# block 1

Fig. 1: block 1, metal 3
Scale: 3 px per um.
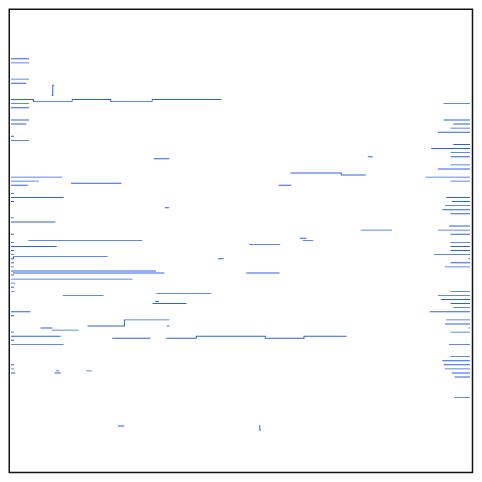

**config.mk**
```make
export PLATFORM = sky130hd
export DESIGN_NAME = approx_err_monitor
export DESIGN_NICKNAME = d
export VERILOG_FILES = /design/src/rtl/approx_err_pkg.sv /design/src/rtl/approx_err_dist.sv /design/src/rtl/approx_err_monitor.sv
export SDC_FILE = /design/constraint.sdc
export NUM_CORES = 1
export LEC_CHECK = 0
export CORE_MARGIN = 5
export CORE_UTILIZATION = 45
export CTS_CLUSTER_DIAMETER = 100
export DETAILED_ROUTE_END_ITERATION = 8
export GPL_TIMING_DRIVEN = 0
export PLACE_DENSITY = 0.69
export SYNTH_ARGS = -nofsm -noshare
export SYNTH_HDL_FRONTEND = slang
export SYNTH_SLANG_ARGS = --single-unit
```
**constraint.sdc**
```tcl
create_clock -name clk -period 6.7 [get_ports clk]
set_input_delay 1.005 -clock clk [delete_from_list [all_inputs] [get_ports clk]]
set_output_delay 1.005 -clock clk [all_outputs]
set_load 0.05 [all_outputs]
```
**src/rtl/approx_err_pkg.sv**
```systemverilog
// approx_err_pkg: FSM states, default widths and saturating-add helpers shared by the approx_err_monitor slice
package approx_err_pkg;
  typedef enum logic [1:0] {IDLE, RUN, DRAIN, DONE} state_e;
  localparam int DEF_WIDTH = 8;
  localparam int DEF_CNT_W = 32;
  localparam int DEF_ACC_W = 48;
  localparam int unsigned DEF_FRAME_LEN = 65536;
  localparam int SAT_W = 128;
  function automatic logic [SAT_W:0] sat_lim(input int unsigned w);
    return ((SAT_W+1)'(1) << w) - (SAT_W+1)'(1);
  endfunction
  function automatic logic add_ovf(input logic [SAT_W-1:0] a, input logic [SAT_W-1:0] b, input int unsigned w);
    return ({1'b0, a} + {1'b0, b}) > sat_lim(w);
  endfunction
  function automatic logic [SAT_W-1:0] sat_add(input logic [SAT_W-1:0] a, input logic [SAT_W-1:0] b, input int unsigned w);
    return add_ovf(a, b, w) ? SAT_W'(sat_lim(w)) : a + b;
  endfunction
endpackage

```
**src/rtl/approx_err_dist.sv**
```systemverilog
// approx_err_dist: stage-1 register of |exact_i-approx_i| with valid (flush_i drops the incoming sample); sq_o=ed^2 when APPROX_ERR_MSE_EN
module approx_err_dist #(
  parameter int WIDTH = 8
) (
  input  logic             clk,
  input  logic             rst,
  input  logic             flush_i,
  input  logic             valid_i,
  input  logic [WIDTH:0]   exact_i,
  input  logic [WIDTH:0]   approx_i,
`ifdef APPROX_ERR_MSE_EN
  output logic [2*WIDTH+1:0] sq_o,
`endif
  output logic             valid_o,
  output logic [WIDTH:0]   ed_o
);
  logic [WIDTH+1:0] diff;
  logic [WIDTH:0] ed_d, ed_q;
  logic valid_q;
  assign diff = {1'b0, exact_i} - {1'b0, approx_i};
  assign ed_d = (WIDTH+1)'(diff[WIDTH+1] ? -diff : diff);
  assign valid_o = valid_q;
  assign ed_o = ed_q;
  always_ff @(posedge clk or posedge rst)
    if (rst) begin
      valid_q <= 1'b0;
      ed_q <= '0;
    end else begin
      valid_q <= valid_i && !flush_i;
      if (valid_i) ed_q <= ed_d;
    end
`ifdef APPROX_ERR_MSE_EN
  logic [2*WIDTH+1:0] sq_q;
  assign sq_o = sq_q;
  always_ff @(posedge clk or posedge rst)
    if (rst) sq_q <= '0;
    else if (valid_i) sq_q <= (2*WIDTH+2)'(ed_d) * (2*WIDTH+2)'(ed_d);
`endif
endmodule

```
**src/rtl/approx_err_monitor.sv**
```systemverilog
// approx_err_monitor: frame error statistics of an approximate adder (in: start,in_valid,exact_sum,approx_sum; out: in_ready,busy,done,total_cases,error_cases,total_ed,max_ed,acc_ovf, plus sq_err under APPROX_ERR_MSE_EN)
module approx_err_monitor
  import approx_err_pkg::*;
#(
  parameter int          WIDTH     = DEF_WIDTH,
  parameter int          CNT_W     = DEF_CNT_W,
  parameter int          ACC_W     = DEF_ACC_W,
  parameter int unsigned FRAME_LEN = DEF_FRAME_LEN
) (
  input  logic               clk,
  input  logic               rst,
  input  logic               start,
  input  logic               in_valid,
  output logic               in_ready,
  input  logic [WIDTH:0]     exact_sum,
  input  logic [WIDTH:0]     approx_sum,
`ifdef APPROX_ERR_MSE_EN
  output logic [2*ACC_W-1:0] sq_err,
`endif
  output logic               busy,
  output logic               done,
  output logic [CNT_W-1:0]   total_cases,
  output logic [CNT_W-1:0]   error_cases,
  output logic [ACC_W-1:0]   total_ed,
  output logic [WIDTH:0]     max_ed,
  output logic               acc_ovf
);
  state_e state_q, state_d;
  logic [CNT_W-1:0] cnt_q, cnt_d, tc_q, tc_d, ec_q, ec_d;
  logic [ACC_W-1:0] ted_q, ted_d;
  logic [WIDTH:0] max_q, max_d, ed;
  logic ovf_q, ovf_d, v1, accept, upd, sat;
  assign in_ready = state_q == RUN && cnt_q < CNT_W'(FRAME_LEN);
  // a start cycle restarts the frame, so anything offered or in flight then is discarded
  assign accept = in_valid && in_ready && !start;
  assign upd = v1 && !start;
`ifdef APPROX_ERR_MSE_EN
  logic [2*WIDTH+1:0] sq;
  logic [2*ACC_W-1:0] sq_q, sq_d;
  assign sat = add_ovf(SAT_W'(ted_q), SAT_W'(ed), ACC_W) | add_ovf(SAT_W'(sq_q), SAT_W'(sq), 2*ACC_W);
  assign sq_d = start ? '0 : upd ? (2*ACC_W)'(sat_add(SAT_W'(sq_q), SAT_W'(sq), 2*ACC_W)) : sq_q;
  assign sq_err = sq_q;
  always_ff @(posedge clk or posedge rst)
    if (rst) sq_q <= '0;
    else sq_q <= sq_d;
`else
  assign sat = add_ovf(SAT_W'(ted_q), SAT_W'(ed), ACC_W);
`endif
  approx_err_dist #(.WIDTH(WIDTH)) u_dist (
    .clk(clk),
    .rst(rst),
    .flush_i(start),
    .valid_i(accept),
    .exact_i(exact_sum),
    .approx_i(approx_sum),
`ifdef APPROX_ERR_MSE_EN
    .sq_o(sq),
`endif
    .valid_o(v1),
    .ed_o(ed)
  );
  // DRAIN lasts one cycle: the last sample sits in stage 1 and is folded in on the DRAIN edge
  always_comb begin
    state_d = start ? RUN : state_q == RUN ? (accept && cnt_q == CNT_W'(FRAME_LEN - 1) ? DRAIN : RUN) : state_q == DRAIN ? DONE : IDLE;
    cnt_d = start ? '0 : cnt_q + CNT_W'(accept);
    tc_d = start ? '0 : tc_q + CNT_W'(upd);
    ec_d = start ? '0 : ec_q + CNT_W'(upd && ed != '0);
    ted_d = start ? '0 : upd ? ACC_W'(sat_add(SAT_W'(ted_q), SAT_W'(ed), ACC_W)) : ted_q;
    max_d = start ? '0 : (upd && ed > max_q) ? ed : max_q;
    ovf_d = start ? 1'b0 : ovf_q | (upd & sat);
  end
  always_ff @(posedge clk or posedge rst)
    if (rst) begin
      state_q <= IDLE;
      cnt_q <= '0;
      tc_q <= '0;
      ec_q <= '0;
      ted_q <= '0;
      max_q <= '0;
      ovf_q <= 1'b0;
    end else begin
      state_q <= state_d;
      cnt_q <= cnt_d;
      tc_q <= tc_d;
      ec_q <= ec_d;
      ted_q <= ted_d;
      max_q <= max_d;
      ovf_q <= ovf_d;
    end
  assign busy = state_q == RUN || state_q == DRAIN;
  assign done = state_q == DONE;
  assign total_cases = tc_q;
  assign error_cases = ec_q;
  assign total_ed = ted_q;
  assign max_ed = max_q;
  assign acc_ovf = ovf_q;
endmodule

```
# block 2

### src/rtl/puf_soc_race_counter.sv
// Ring-oscillator race counter: upstream stage of the PUF comparator.
// Both RO outputs are synchronised and their rising edges counted from a
// common start. The race ends when either counter saturates (full) or when
// the timeout expires. Counts and flags are then held for the comparator.
//
// state   | meaning
// --------+-----------------------------------------------------------
// IDLE    | waiting for i_start; results of the last race held
// RACE    | counting RO edges and timeout cycles; o_busy high
// DONE    | one-cycle o_done pulse; i_start accepted as in IDLE
module puf_soc_race_counter #(
    parameter int CNT_BIT_SIZE   = 32,
    parameter int TIMEOUT_CYCLES = 65536,
    parameter int TMO_BIT_SIZE   = 17
) (
    input  logic                    i_clk,
    input  logic                    i_rst,
    input  logic                    i_start,
    input  logic                    i_ro_0,
    input  logic                    i_ro_1,
    output logic [CNT_BIT_SIZE-1:0] o_cnt_0,
    output logic [CNT_BIT_SIZE-1:0] o_cnt_1,
    output logic                    o_full_0,
    output logic                    o_full_1,
    output logic                    o_busy,
    output logic                    o_done,
    output logic                    o_timeout
);

    typedef enum logic [1:0] {
        ST_IDLE = 2'd0,
        ST_RACE = 2'd1,
        ST_DONE = 2'd2
    } state_t;

    // A counter one rise away from all ones; reaching all ones ends the race.
    localparam logic [CNT_BIT_SIZE-1:0] CNT_ALMOST = {{(CNT_BIT_SIZE-1){1'b1}}, 1'b0};
    localparam logic [TMO_BIT_SIZE-1:0] TMO_LAST   = TMO_BIT_SIZE'(TIMEOUT_CYCLES - 1);

    state_t state_q, state_d;

    // bit 0/1: two-flop synchroniser, bit 2: edge history
    logic [2:0] ro0_sync_q;
    logic [2:0] ro1_sync_q;
    logic       rise_0;
    logic       rise_1;

    logic [CNT_BIT_SIZE-1:0] cnt0_q, cnt0_d;
    logic [CNT_BIT_SIZE-1:0] cnt1_q, cnt1_d;
    logic                    full0_q, full0_d;
    logic                    full1_q, full1_d;
    logic                    tmo_flag_q, tmo_flag_d;
    logic [TMO_BIT_SIZE-1:0] tmo_cnt_q, tmo_cnt_d;
    logic                    busy_q, busy_d;
    logic                    done_q, done_d;
    logic                    hit0;
    logic                    hit1;

    // Synchroniser chains run in every state so edge history is always valid.
    always_ff @(posedge i_clk) begin
        if (i_rst) begin
            ro0_sync_q <= 3'b000;
            ro1_sync_q <= 3'b000;
        end else begin
            ro0_sync_q <= {ro0_sync_q[1:0], i_ro_0};
            ro1_sync_q <= {ro1_sync_q[1:0], i_ro_1};
        end
    end

    assign rise_0 = ro0_sync_q[1] & ~ro0_sync_q[2];
    assign rise_1 = ro1_sync_q[1] & ~ro1_sync_q[2];

    // Next-state, counter and flag logic for the race FSM.
    always_comb begin
        state_d    = state_q;
        cnt0_d     = cnt0_q;
        cnt1_d     = cnt1_q;
        full0_d    = full0_q;
        full1_d    = full1_q;
        tmo_flag_d = tmo_flag_q;
        tmo_cnt_d  = tmo_cnt_q;
        hit0       = 1'b0;
        hit1       = 1'b0;

        case (state_q)
            ST_IDLE, ST_DONE: begin
                state_d = ST_IDLE;
                if (i_start) begin
                    state_d    = ST_RACE;
                    cnt0_d     = '0;
                    cnt1_d     = '0;
                    full0_d    = 1'b0;
                    full1_d    = 1'b0;
                    tmo_flag_d = 1'b0;
                    tmo_cnt_d  = '0;
                end
            end
            ST_RACE: begin
                tmo_cnt_d = tmo_cnt_q + 1'b1;
                if (rise_0) cnt0_d = cnt0_q + 1'b1;
                if (rise_1) cnt1_d = cnt1_q + 1'b1;
                hit0 = rise_0 && (cnt0_q == CNT_ALMOST);
                hit1 = rise_1 && (cnt1_q == CNT_ALMOST);
                // A full event takes priority over a timeout on the same edge.
                if (hit0 || hit1) begin
                    full0_d = hit0;
                    full1_d = hit1;
                    state_d = ST_DONE;
                end else if (tmo_cnt_q == TMO_LAST) begin
                    tmo_flag_d = 1'b1;
                    state_d    = ST_DONE;
                end
            end
            default: begin
                state_d = ST_IDLE;
            end
        endcase

        busy_d = (state_d == ST_RACE);
        done_d = (state_d == ST_DONE);
    end

    // State, counters, flags and registered status outputs.
    always_ff @(posedge i_clk) begin
        if (i_rst) begin
            state_q    <= ST_IDLE;
            cnt0_q     <= '0;
            cnt1_q     <= '0;
            full0_q    <= 1'b0;
            full1_q    <= 1'b0;
            tmo_flag_q <= 1'b0;
            tmo_cnt_q  <= '0;
            busy_q     <= 1'b0;
            done_q     <= 1'b0;
        end else begin
            state_q    <= state_d;
            cnt0_q     <= cnt0_d;
            cnt1_q     <= cnt1_d;
            full0_q    <= full0_d;
            full1_q    <= full1_d;
            tmo_flag_q <= tmo_flag_d;
            tmo_cnt_q  <= tmo_cnt_d;
            busy_q     <= busy_d;
            done_q     <= done_d;
        end
    end

    assign o_cnt_0   = cnt0_q;
    assign o_cnt_1   = cnt1_q;
    assign o_full_0  = full0_q;
    assign o_full_1  = full1_q;
    assign o_busy    = busy_q;
    assign o_done    = done_q;
    assign o_timeout = tmo_flag_q;

endmodule

### config.mk
export PLATFORM = sky130hd
export DESIGN_NAME = puf_soc_race_counter
export DESIGN_NICKNAME = d
export VERILOG_FILES = /design/src/rtl/puf_soc_race_counter.sv
export SDC_FILE = /design/constraint.sdc
export NUM_CORES = 1
export LEC_CHECK = 0
export CORE_AREA = 10 10 142 144
export CTS_CLUSTER_DIAMETER = 80
export CTS_CLUSTER_SIZE = 16
export DETAILED_ROUTE_END_ITERATION = 6
export DIE_AREA = 0 0 152 154
export GPL_ROUTABILITY_DRIVEN = 0
export HOLD_SLACK_MARGIN = 0.03
export SYNTH_ARGS = -nofsm -noshare
export SYNTH_HDL_FRONTEND = slang
export SYNTH_SLANG_ARGS = --single-unit
### constraint.sdc
create_clock -name i_clk -period 2.5 [get_ports i_clk]
set_input_delay 0.5 -clock i_clk [delete_from_list [all_inputs] [get_ports i_clk]]
set_output_delay 0.5 -clock i_clk [all_outputs]
set_load 0.05 [all_outputs]
# block 3

[src/rtl/lector_teclado.sv]
// 4x4 hex keypad scanner: column-multiplexed row sampling, per-frame key reduction, frame debounce.
// Optional auto-repeat while a key is held, enabled by defining TECLADO_REPETICION_EN.
module lector_teclado #(
  parameter int unsigned SCAN_DIV      = 50000,
  parameter int unsigned DEBOUNCE      = 4,
  parameter int unsigned REPEAT_FRAMES = 64
) (
  input  logic       clk,
  input  logic       rst_n,
  input  logic [3:0] filas,
  output logic [3:0] columnas,
  output logic [3:0] tecla,
  output logic       tecla_valida,
  output logic       presionada
);

  localparam int unsigned PW   = (SCAN_DIV > 1) ? $clog2(SCAN_DIV) : 1;
  localparam int unsigned CntW = $clog2(DEBOUNCE + 1);

  localparam logic [PW-1:0]   PMax   = PW'(SCAN_DIV - 1);
  localparam logic [CntW-1:0] DebMax = CntW'(DEBOUNCE);

  typedef enum logic [1:0] {StIdle, StDebPress, StHeld, StDebRelease} state_e;

  function automatic logic [3:0] key_map(input logic [1:0] r, input logic [1:0] c);
    logic [3:0] k;
    unique case ({r, c})
      4'd0:    k = 4'h1;
      4'd1:    k = 4'h2;
      4'd2:    k = 4'h3;
      4'd3:    k = 4'hA;
      4'd4:    k = 4'h4;
      4'd5:    k = 4'h5;
      4'd6:    k = 4'h6;
      4'd7:    k = 4'hB;
      4'd8:    k = 4'h7;
      4'd9:    k = 4'h8;
      4'd10:   k = 4'h9;
      4'd11:   k = 4'hC;
      4'd12:   k = 4'h0;
      4'd13:   k = 4'hF;
      4'd14:   k = 4'hE;
      default: k = 4'hD;
    endcase
    return k;
  endfunction

  logic [3:0]    sync1_q, sync2_q;
  logic [PW-1:0] presc_q;
  logic [1:0]    col_q;
  logic          step;

  // Low intersections seen so far in the frame, saturated at 2 (= MULTI)
  logic [1:0] acc_q, acc_sat;
  logic [3:0] acc_key_q, next_key, cur_key;
  logic [2:0] col_hits, hit_sum;
  logic [1:0] row_idx;

  logic       frame_valid_q, frame_single_q;
  logic [3:0] frame_key_q;

  state_e          state_q, state_d;
  logic [3:0]      cand_q, cand_d;
  logic [CntW-1:0] cnt_q, cnt_d, cnt_inc;
  logic [3:0]      tecla_q, tecla_d;
  logic            valida_q, valida_d;
  logic            pres_q, pres_d;
  logic            hit_cand, accept, do_release;

`ifdef TECLADO_REPETICION_EN
  localparam int unsigned RepW = $clog2(REPEAT_FRAMES + 1);
  localparam logic [RepW-1:0] RepMax = RepW'(REPEAT_FRAMES);
  logic [RepW-1:0] rep_q, rep_d, rep_inc;
`endif

  assign step         = (presc_q == PMax);
  assign columnas     = ~(4'b0001 << col_q);
  assign tecla        = tecla_q;
  assign tecla_valida = valida_q;
  assign presionada   = pres_q;

  always_comb begin
    col_hits = 3'd0;
    row_idx  = 2'd0;
    for (int r = 0; r < 4; r++) begin
      if (!sync2_q[r]) begin
        col_hits = col_hits + 3'd1;
        row_idx  = 2'(r);
      end
    end
    cur_key  = key_map(row_idx, col_q);
    hit_sum  = {1'b0, acc_q} + col_hits;
    acc_sat  = (hit_sum >= 3'd2) ? 2'd2 : hit_sum[1:0];
    next_key = (acc_q == 2'd0 && col_hits == 3'd1) ? cur_key : acc_key_q;
  end

  always_ff @(posedge clk) begin
    if (!rst_n) begin
      sync1_q        <= 4'b1111;
      sync2_q        <= 4'b1111;
      presc_q        <= '0;
      col_q          <= 2'd0;
      acc_q          <= 2'd0;
      acc_key_q      <= 4'h0;
      frame_valid_q  <= 1'b0;
      frame_single_q <= 1'b0;
      frame_key_q    <= 4'h0;
    end else begin
      sync1_q       <= filas;
      sync2_q       <= sync1_q;
      frame_valid_q <= 1'b0;
      if (step) begin
        presc_q <= '0;
        col_q   <= col_q + 2'd1;
        if (col_q == 2'd3) begin
          frame_valid_q  <= 1'b1;
          frame_single_q <= (acc_sat == 2'd1);
          frame_key_q    <= next_key;
          acc_q          <= 2'd0;
        end else begin
          acc_q     <= acc_sat;
          acc_key_q <= next_key;
        end
      end else begin
        presc_q <= presc_q + PW'(1);
      end
    end
  end

  always_comb begin
    state_d    = state_q;
    cand_d     = cand_q;
    cnt_d      = cnt_q;
    tecla_d    = tecla_q;
    valida_d   = 1'b0;
    pres_d     = pres_q;
    accept     = 1'b0;
    do_release = 1'b0;
    cnt_inc    = cnt_q + CntW'(1);
    hit_cand   = frame_single_q && (frame_key_q == cand_q);
`ifdef TECLADO_REPETICION_EN
    rep_d      = rep_q;
    rep_inc    = rep_q + RepW'(1);
`endif
    if (frame_valid_q) begin
      unique case (state_q)
        StIdle: begin
          if (frame_single_q) begin
            cand_d = frame_key_q;
            cnt_d  = CntW'(1);
            if (DEBOUNCE == 1) accept = 1'b1;
            else               state_d = StDebPress;
          end
        end
        StDebPress: begin
          if (hit_cand) begin
            cnt_d = cnt_inc;
            if (cnt_inc == DebMax) accept = 1'b1;
          end else if (frame_single_q) begin
            cand_d = frame_key_q;
            cnt_d  = CntW'(1);
          end else begin
            state_d = StIdle;
          end
        end
        StHeld: begin
          if (hit_cand) begin
`ifdef TECLADO_REPETICION_EN
            if (rep_inc == RepMax) begin
              valida_d = 1'b1;
              rep_d    = '0;
            end else begin
              rep_d = rep_inc;
            end
`endif
          end else begin
            cnt_d = CntW'(1);
            if (DEBOUNCE == 1) do_release = 1'b1;
            else               state_d = StDebRelease;
          end
        end
        default: begin
          if (hit_cand) begin
            state_d = StHeld;
`ifdef TECLADO_REPETICION_EN
            rep_d = '0;
`endif
          end else begin
            cnt_d = cnt_inc;
            if (cnt_inc == DebMax) do_release = 1'b1;
          end
        end
      endcase
    end
    if (accept) begin
      tecla_d  = cand_d;
      valida_d = 1'b1;
      pres_d   = 1'b1;
      state_d  = StHeld;
`ifdef TECLADO_REPETICION_EN
      rep_d = '0;
`endif
    end
    if (do_release) begin
      pres_d  = 1'b0;
      state_d = StIdle;
    end
  end

  always_ff @(posedge clk) begin
    if (!rst_n) begin
      state_q  <= StIdle;
      cand_q   <= 4'h0;
      cnt_q    <= '0;
      tecla_q  <= 4'h0;
      valida_q <= 1'b0;
      pres_q   <= 1'b0;
`ifdef TECLADO_REPETICION_EN
      rep_q    <= '0;
`endif
    end else begin
      state_q  <= state_d;
      cand_q   <= cand_d;
      cnt_q    <= cnt_d;
      tecla_q  <= tecla_d;
      valida_q <= valida_d;
      pres_q   <= pres_d;
`ifdef TECLADO_REPETICION_EN
      rep_q    <= rep_d;
`endif
    end
  end

endmodule

[config.mk]
export PLATFORM = sky130hd
export DESIGN_NAME = lector_teclado
export DESIGN_NICKNAME = d
export VERILOG_FILES = /design/src/rtl/lector_teclado.sv
export SDC_FILE = /design/constraint.sdc
export NUM_CORES = 1
export LEC_CHECK = 0
export CAP_MARGIN = 20
export CELL_PAD_IN_SITES_DETAIL_PLACEMENT = 0
export CELL_PAD_IN_SITES_GLOBAL_PLACEMENT = 1
export CORE_ASPECT_RATIO = 1.25
export CORE_MARGIN = 2
export CORE_UTILIZATION = 49
export CTS_CLUSTER_DIAMETER = 60
export DETAILED_ROUTE_END_ITERATION = 8
export HOLD_SLACK_MARGIN = 0.12
export PLACE_DENSITY = 0.95
export SYNTH_ARGS = -nofsm -noshare
export SYNTH_HDL_FRONTEND = slang
export SYNTH_SLANG_ARGS = --single-unit
[constraint.sdc]
create_clock -name clk -period 7.56 [get_ports clk]
set_input_delay 0.756 -clock clk [delete_from_list [all_inputs] [get_ports clk]]
set_output_delay 0.756 -clock clk [all_outputs]
set_load 0.005 [all_outputs]
Fig. 2: block 1, routing congestion
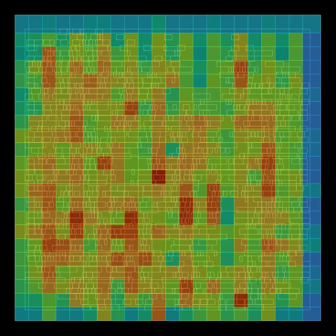
Final Core Density: 0.5783
met2 usage: 0.3188
met3 Use GR: 0.04188

Notes on Fig. 1 above:
The layer holds 4.9% of the routed length. The longest straight run is 50.1 um. The wires run mostly horizontal.

==> results.toml, block 1 <==
# yosys + openroad results
[layout]
nClkBuffers = 20
inv_count = 54
final-clk-cell-share = 0.05020
buffers_excl_clock = 180
antenna_cells = 0
buffer_area_frac = 0.1373

[synthesis]
synthAdderAreaFrac = 0.05394
yosys_warnings = 0
ys.flop_type = "dfrtp_1"
yosys_area_um2 = 9325
ys_ff = 166

[critical_path]
required_ps = 6990
slowest_stage = "or4_1"
worstPathArrival_ps = 4370

[place]
dpl_cell_area_um2 = 11150
detailedPlace.worstSlack_ps = 2323

[grt]
antenna_found_initial = 0
gr-max-usage-layer = "met2"

[flow_run]
cap_violations = 0

[final_timing]
max_freq_mhz = 244.9
hold_viol_final = 0
max_slew_margin = 0.3407
fin_crit_ps = 4083

[cts]
ctsResizeCount = 0
worstSkewPairLatency_ps = 420

[power]
power_mw = 2.480
p_sw_frac = 0.2885
seq_cell_power_mw = 1.08

[detailed_routing]
drtAntennaViolNets = 0

[status]
status = "finished clean"
[block 1: final timing paths]
check	endpoint	slack, ps	start
max	cnt_q[30]$_DFF_PP0_	2620	cnt_q[23]$_DFF_PP0_
min	cnt_q[4]$_DFF_PP0_	550	cnt_q[4]$_DFF_PP0_
max reg2reg	cnt_q[30]$_DFF_PP0_	2620	cnt_q[23]$_DFF_PP0_
min reg2reg	cnt_q[4]$_DFF_PP0_	550	cnt_q[4]$_DFF_PP0_
max in group asynchronous	cnt_q[30]$_DFF_PP0_	4760	rst
min in group asynchronous	total_cases[21]$_DFF_PP0_	1020	rst
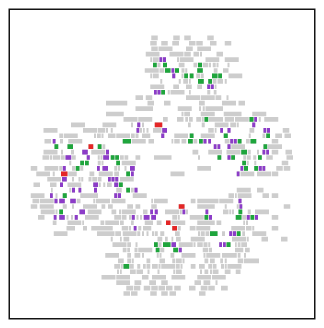
Fig. 3. Gate families picked out (block 2).
Scale: 2 px per um.
Key: inverting AOI/OAI gates = purple [cells 83]; AND and OR gates = green [cells 57]; AND-OR and OR-AND gates = red [cells 6, where centre]

==> results.toml, block 2 <==
# yosys + openroad results
[synthesis]
ys_types = 45
syn-instance-count = 514
synth_top_area_share = 0.4394
async_flop_share = 0
top_logic_kind = "simple AND/OR/NAND/NOR gates"
synth_dominant_cell_count = "dfxtp_1"
synth_area_um2 = 4283
yosys_area_um2 = 4283
synth-edff-count = 0
ys.flop_type = "dfxtp_1"
top_area_cell = "dfxtp_1"
mux_area_frac = 0.007888
ys_sh_simple = 0.3047
synth_seq_share = 0.4394

[power]
power.static_leakage_nw = 1.829
seq_cell_power_mw = 1.51
power.group.top = "clock"
p_sw_frac = 0.2092
p_seq_frac = 0.469
pwr-share-comb = 0.039

[layout]
sh_seq_area = 0.3260
comb_area_um2 = 2267
layout-drive-gt1-share = 0.09571
comb_share = 0.3922
antenna_cells = 0
area.growth.synth_to_final_pct = 34.97
final-clk-cell-share = 0.05974
finalNetCount = 613
inv_count = 11
fin_area_um2 = 5781

[worst_hold_path]
hp-start = "o_timeout$_SDFFE_PP0P_"
hp-class = "reg2reg"

[grt]
grt_pass1_wl_um = 19160
grt_max_degree = 34

[detailed_routing]
wl_um = 11410
vias = 3912
dr.pass1.iters = 4

[final_timing]
max_freq_mhz = 448.7
fin_crit_ps = 2229
setup_slack_ps = 271.4
hold_viol_final = 0
timing.hold.ws_ps = 457.3
worst_slew_pin_slew_ps = 824.0
max_slew_margin = 0.4483

[place]
dpl_cell_area_um2 = 5435
dp_hpwl_um = 8341
portBuffers = 73
place_inst = 816

[flow_run]
warning_count = 28

[critical_path]
critical_path_class = "reg2out"
crit_end = "o_cnt_1[18]"
cp_top_family = "buffers and inverters"
cp-end-kind = "primary output"
slowest_stage = "clkdlybuf4s50_1"
r2r_slack_ps = 300
reg2reg_depth = 5
start_kind = "flop"

[cts]
ctsResizeCount = 0
root_buffer = "clkbuf_16"
clk_pin_slew_worst_paths_ps = 70
worstSkewPairLatency_ps = 340
cts_buffer_depth = 2
cts_tree = "done"
cts_setup_buffers = 0
cts_buffers = 9

[floorplan]
die_w_um = 152
die_y_um = 154
core_area_um2 = 17180
io_pins = 74

[status]
status = "finished clean"
block 2: routing by layer:
metal	up-vias	global-route usage	wire [um]
li1	2023	-	-
met1	1809	0.1253	5579
met2	73	0.1503	5188
met3	7	0.03013	525
met4	0	0.02843	114
met5	-	0	0
block 2: state kept, by name (all words and copies together), names as in the netlist:
name / cells
o_cnt_0: 32
o_cnt_1: 32
tmo_cnt_q: 17
ro0_sync_q: 3
ro1_sync_q: 3
state_q: 2
o_busy: 1
o_done: 1
o_full_0: 1
o_full_1: 1
o_timeout: 1
Fig. 4: block 3, cells by drive strength
Scale: 4 px per um.
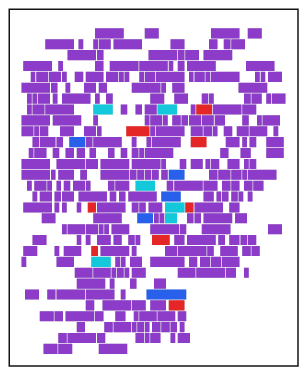
Key: _2 cells = red [cells 8, most used mux2_2]; _0 and _1 cells = purple [cells 308, most used dfxtp_1]; _3 and _4 cells = blue [cells 5, most used nor2_4]; _6 and larger = cyan [cells 6, most used clkbuf_8]
cell area after layout: 3062 um2
non-clock buffer count: 15
final setup margin: 4456 ps
Area growth syn-to-layout: 8.611%

==> results.toml, block 3 <==
# yosys + openroad results
[layout]
stdcell_count = 391
final-clk-cell-share = 0.02820
nClkBuffers = 6
comb_area_um2 = 1632

[final_timing]
timing.final.crit_share = 0.4106
rsz0062_at_grt = "no"

[status]
status = "finished clean"

[critical_path]
start_kind = "flop"
reg2reg_from = "sync2_q[1]$_SDFF_PN1_"
worst-path-stages = 11
cp-end-kind = "flop"
crit_path_start = "sync2_q[1]$_SDFF_PN1_"

[cts]
htreeDepth = 2
root_buffer = "clkbuf_8"
clk_pin_slew_worst_paths_ps = 90

[synthesis]
mux_area_frac = 0.03684
synthAdderAreaFrac = 0.08256
ys_top_cells_by_area = "dfxtp_1 38%, ha_1 7.5%, nor2_1 6.3%"

[worst_hold_path]
hold_depth = 1
hold_end = "sync2_q[2]$_SDFF_PN1_"
hp-class = "reg2reg"
hp-start = "sync1_q[2]$_SDFF_PN1_"

[power]
p_per_area_nw_per_um2 = 153.9
seq_cell_power_mw = 0.285
pwr-share-comb = 0.061
power_mw = 0.4711
p_switching_mw = 0.1100

[grt]
grt_pass1_vias = 1986
grt_usage = 0.1716

[place]
portBuffers = 15

[detailed_routing]
drc = 0

[flow_run]
warning_count = 36
## block 3: layer usage
layer / GRT usage / vias up / share of wire
met1: 0.1976 / 984 / 0.44
met3: 0.03075 / 8 / 0.026
li1: - / 1118 / -
met4: 0.07376 / 0 / 0.020
met5: 0 / - / 0
met2: 0.3106 / 33 / 0.51
## block 3: sequential cells by signal (all words and copies together), names as in the netlist
name            count
acc_key_q           4
acc_q               2
cand_q              4
cnt_q               3
col_q               2
frame_key_q         4
frame_single_q      1
frame_valid_q       1
presc_q            16
presionada          1
state_q             2
sync1_q             4
sync2_q             4
tecla               4
tecla_valida        1

==> layout pictures side by side <==
Placement by cell class.
picture 1
Scale: 2 px per um. Fill, decap, tap and diode cells in grey.
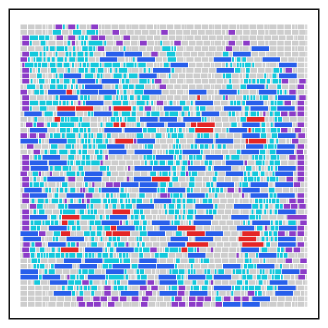
picture 2
Scale: 2 px per um. Fill, decap, tap and diode cells in grey.
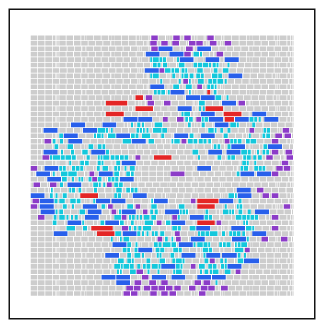
picture 3
Scale: 4 px per um. Fill, decap, tap and diode cells in grey.
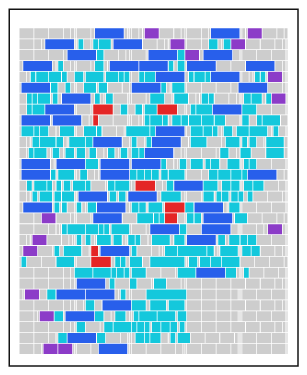
The one with the fewest cells is picture 3.
For block 2, see picture 2.
For block 1, see picture 1.
For block 3, see picture 3.


Power is estimated from default activity; no workload was simulated.
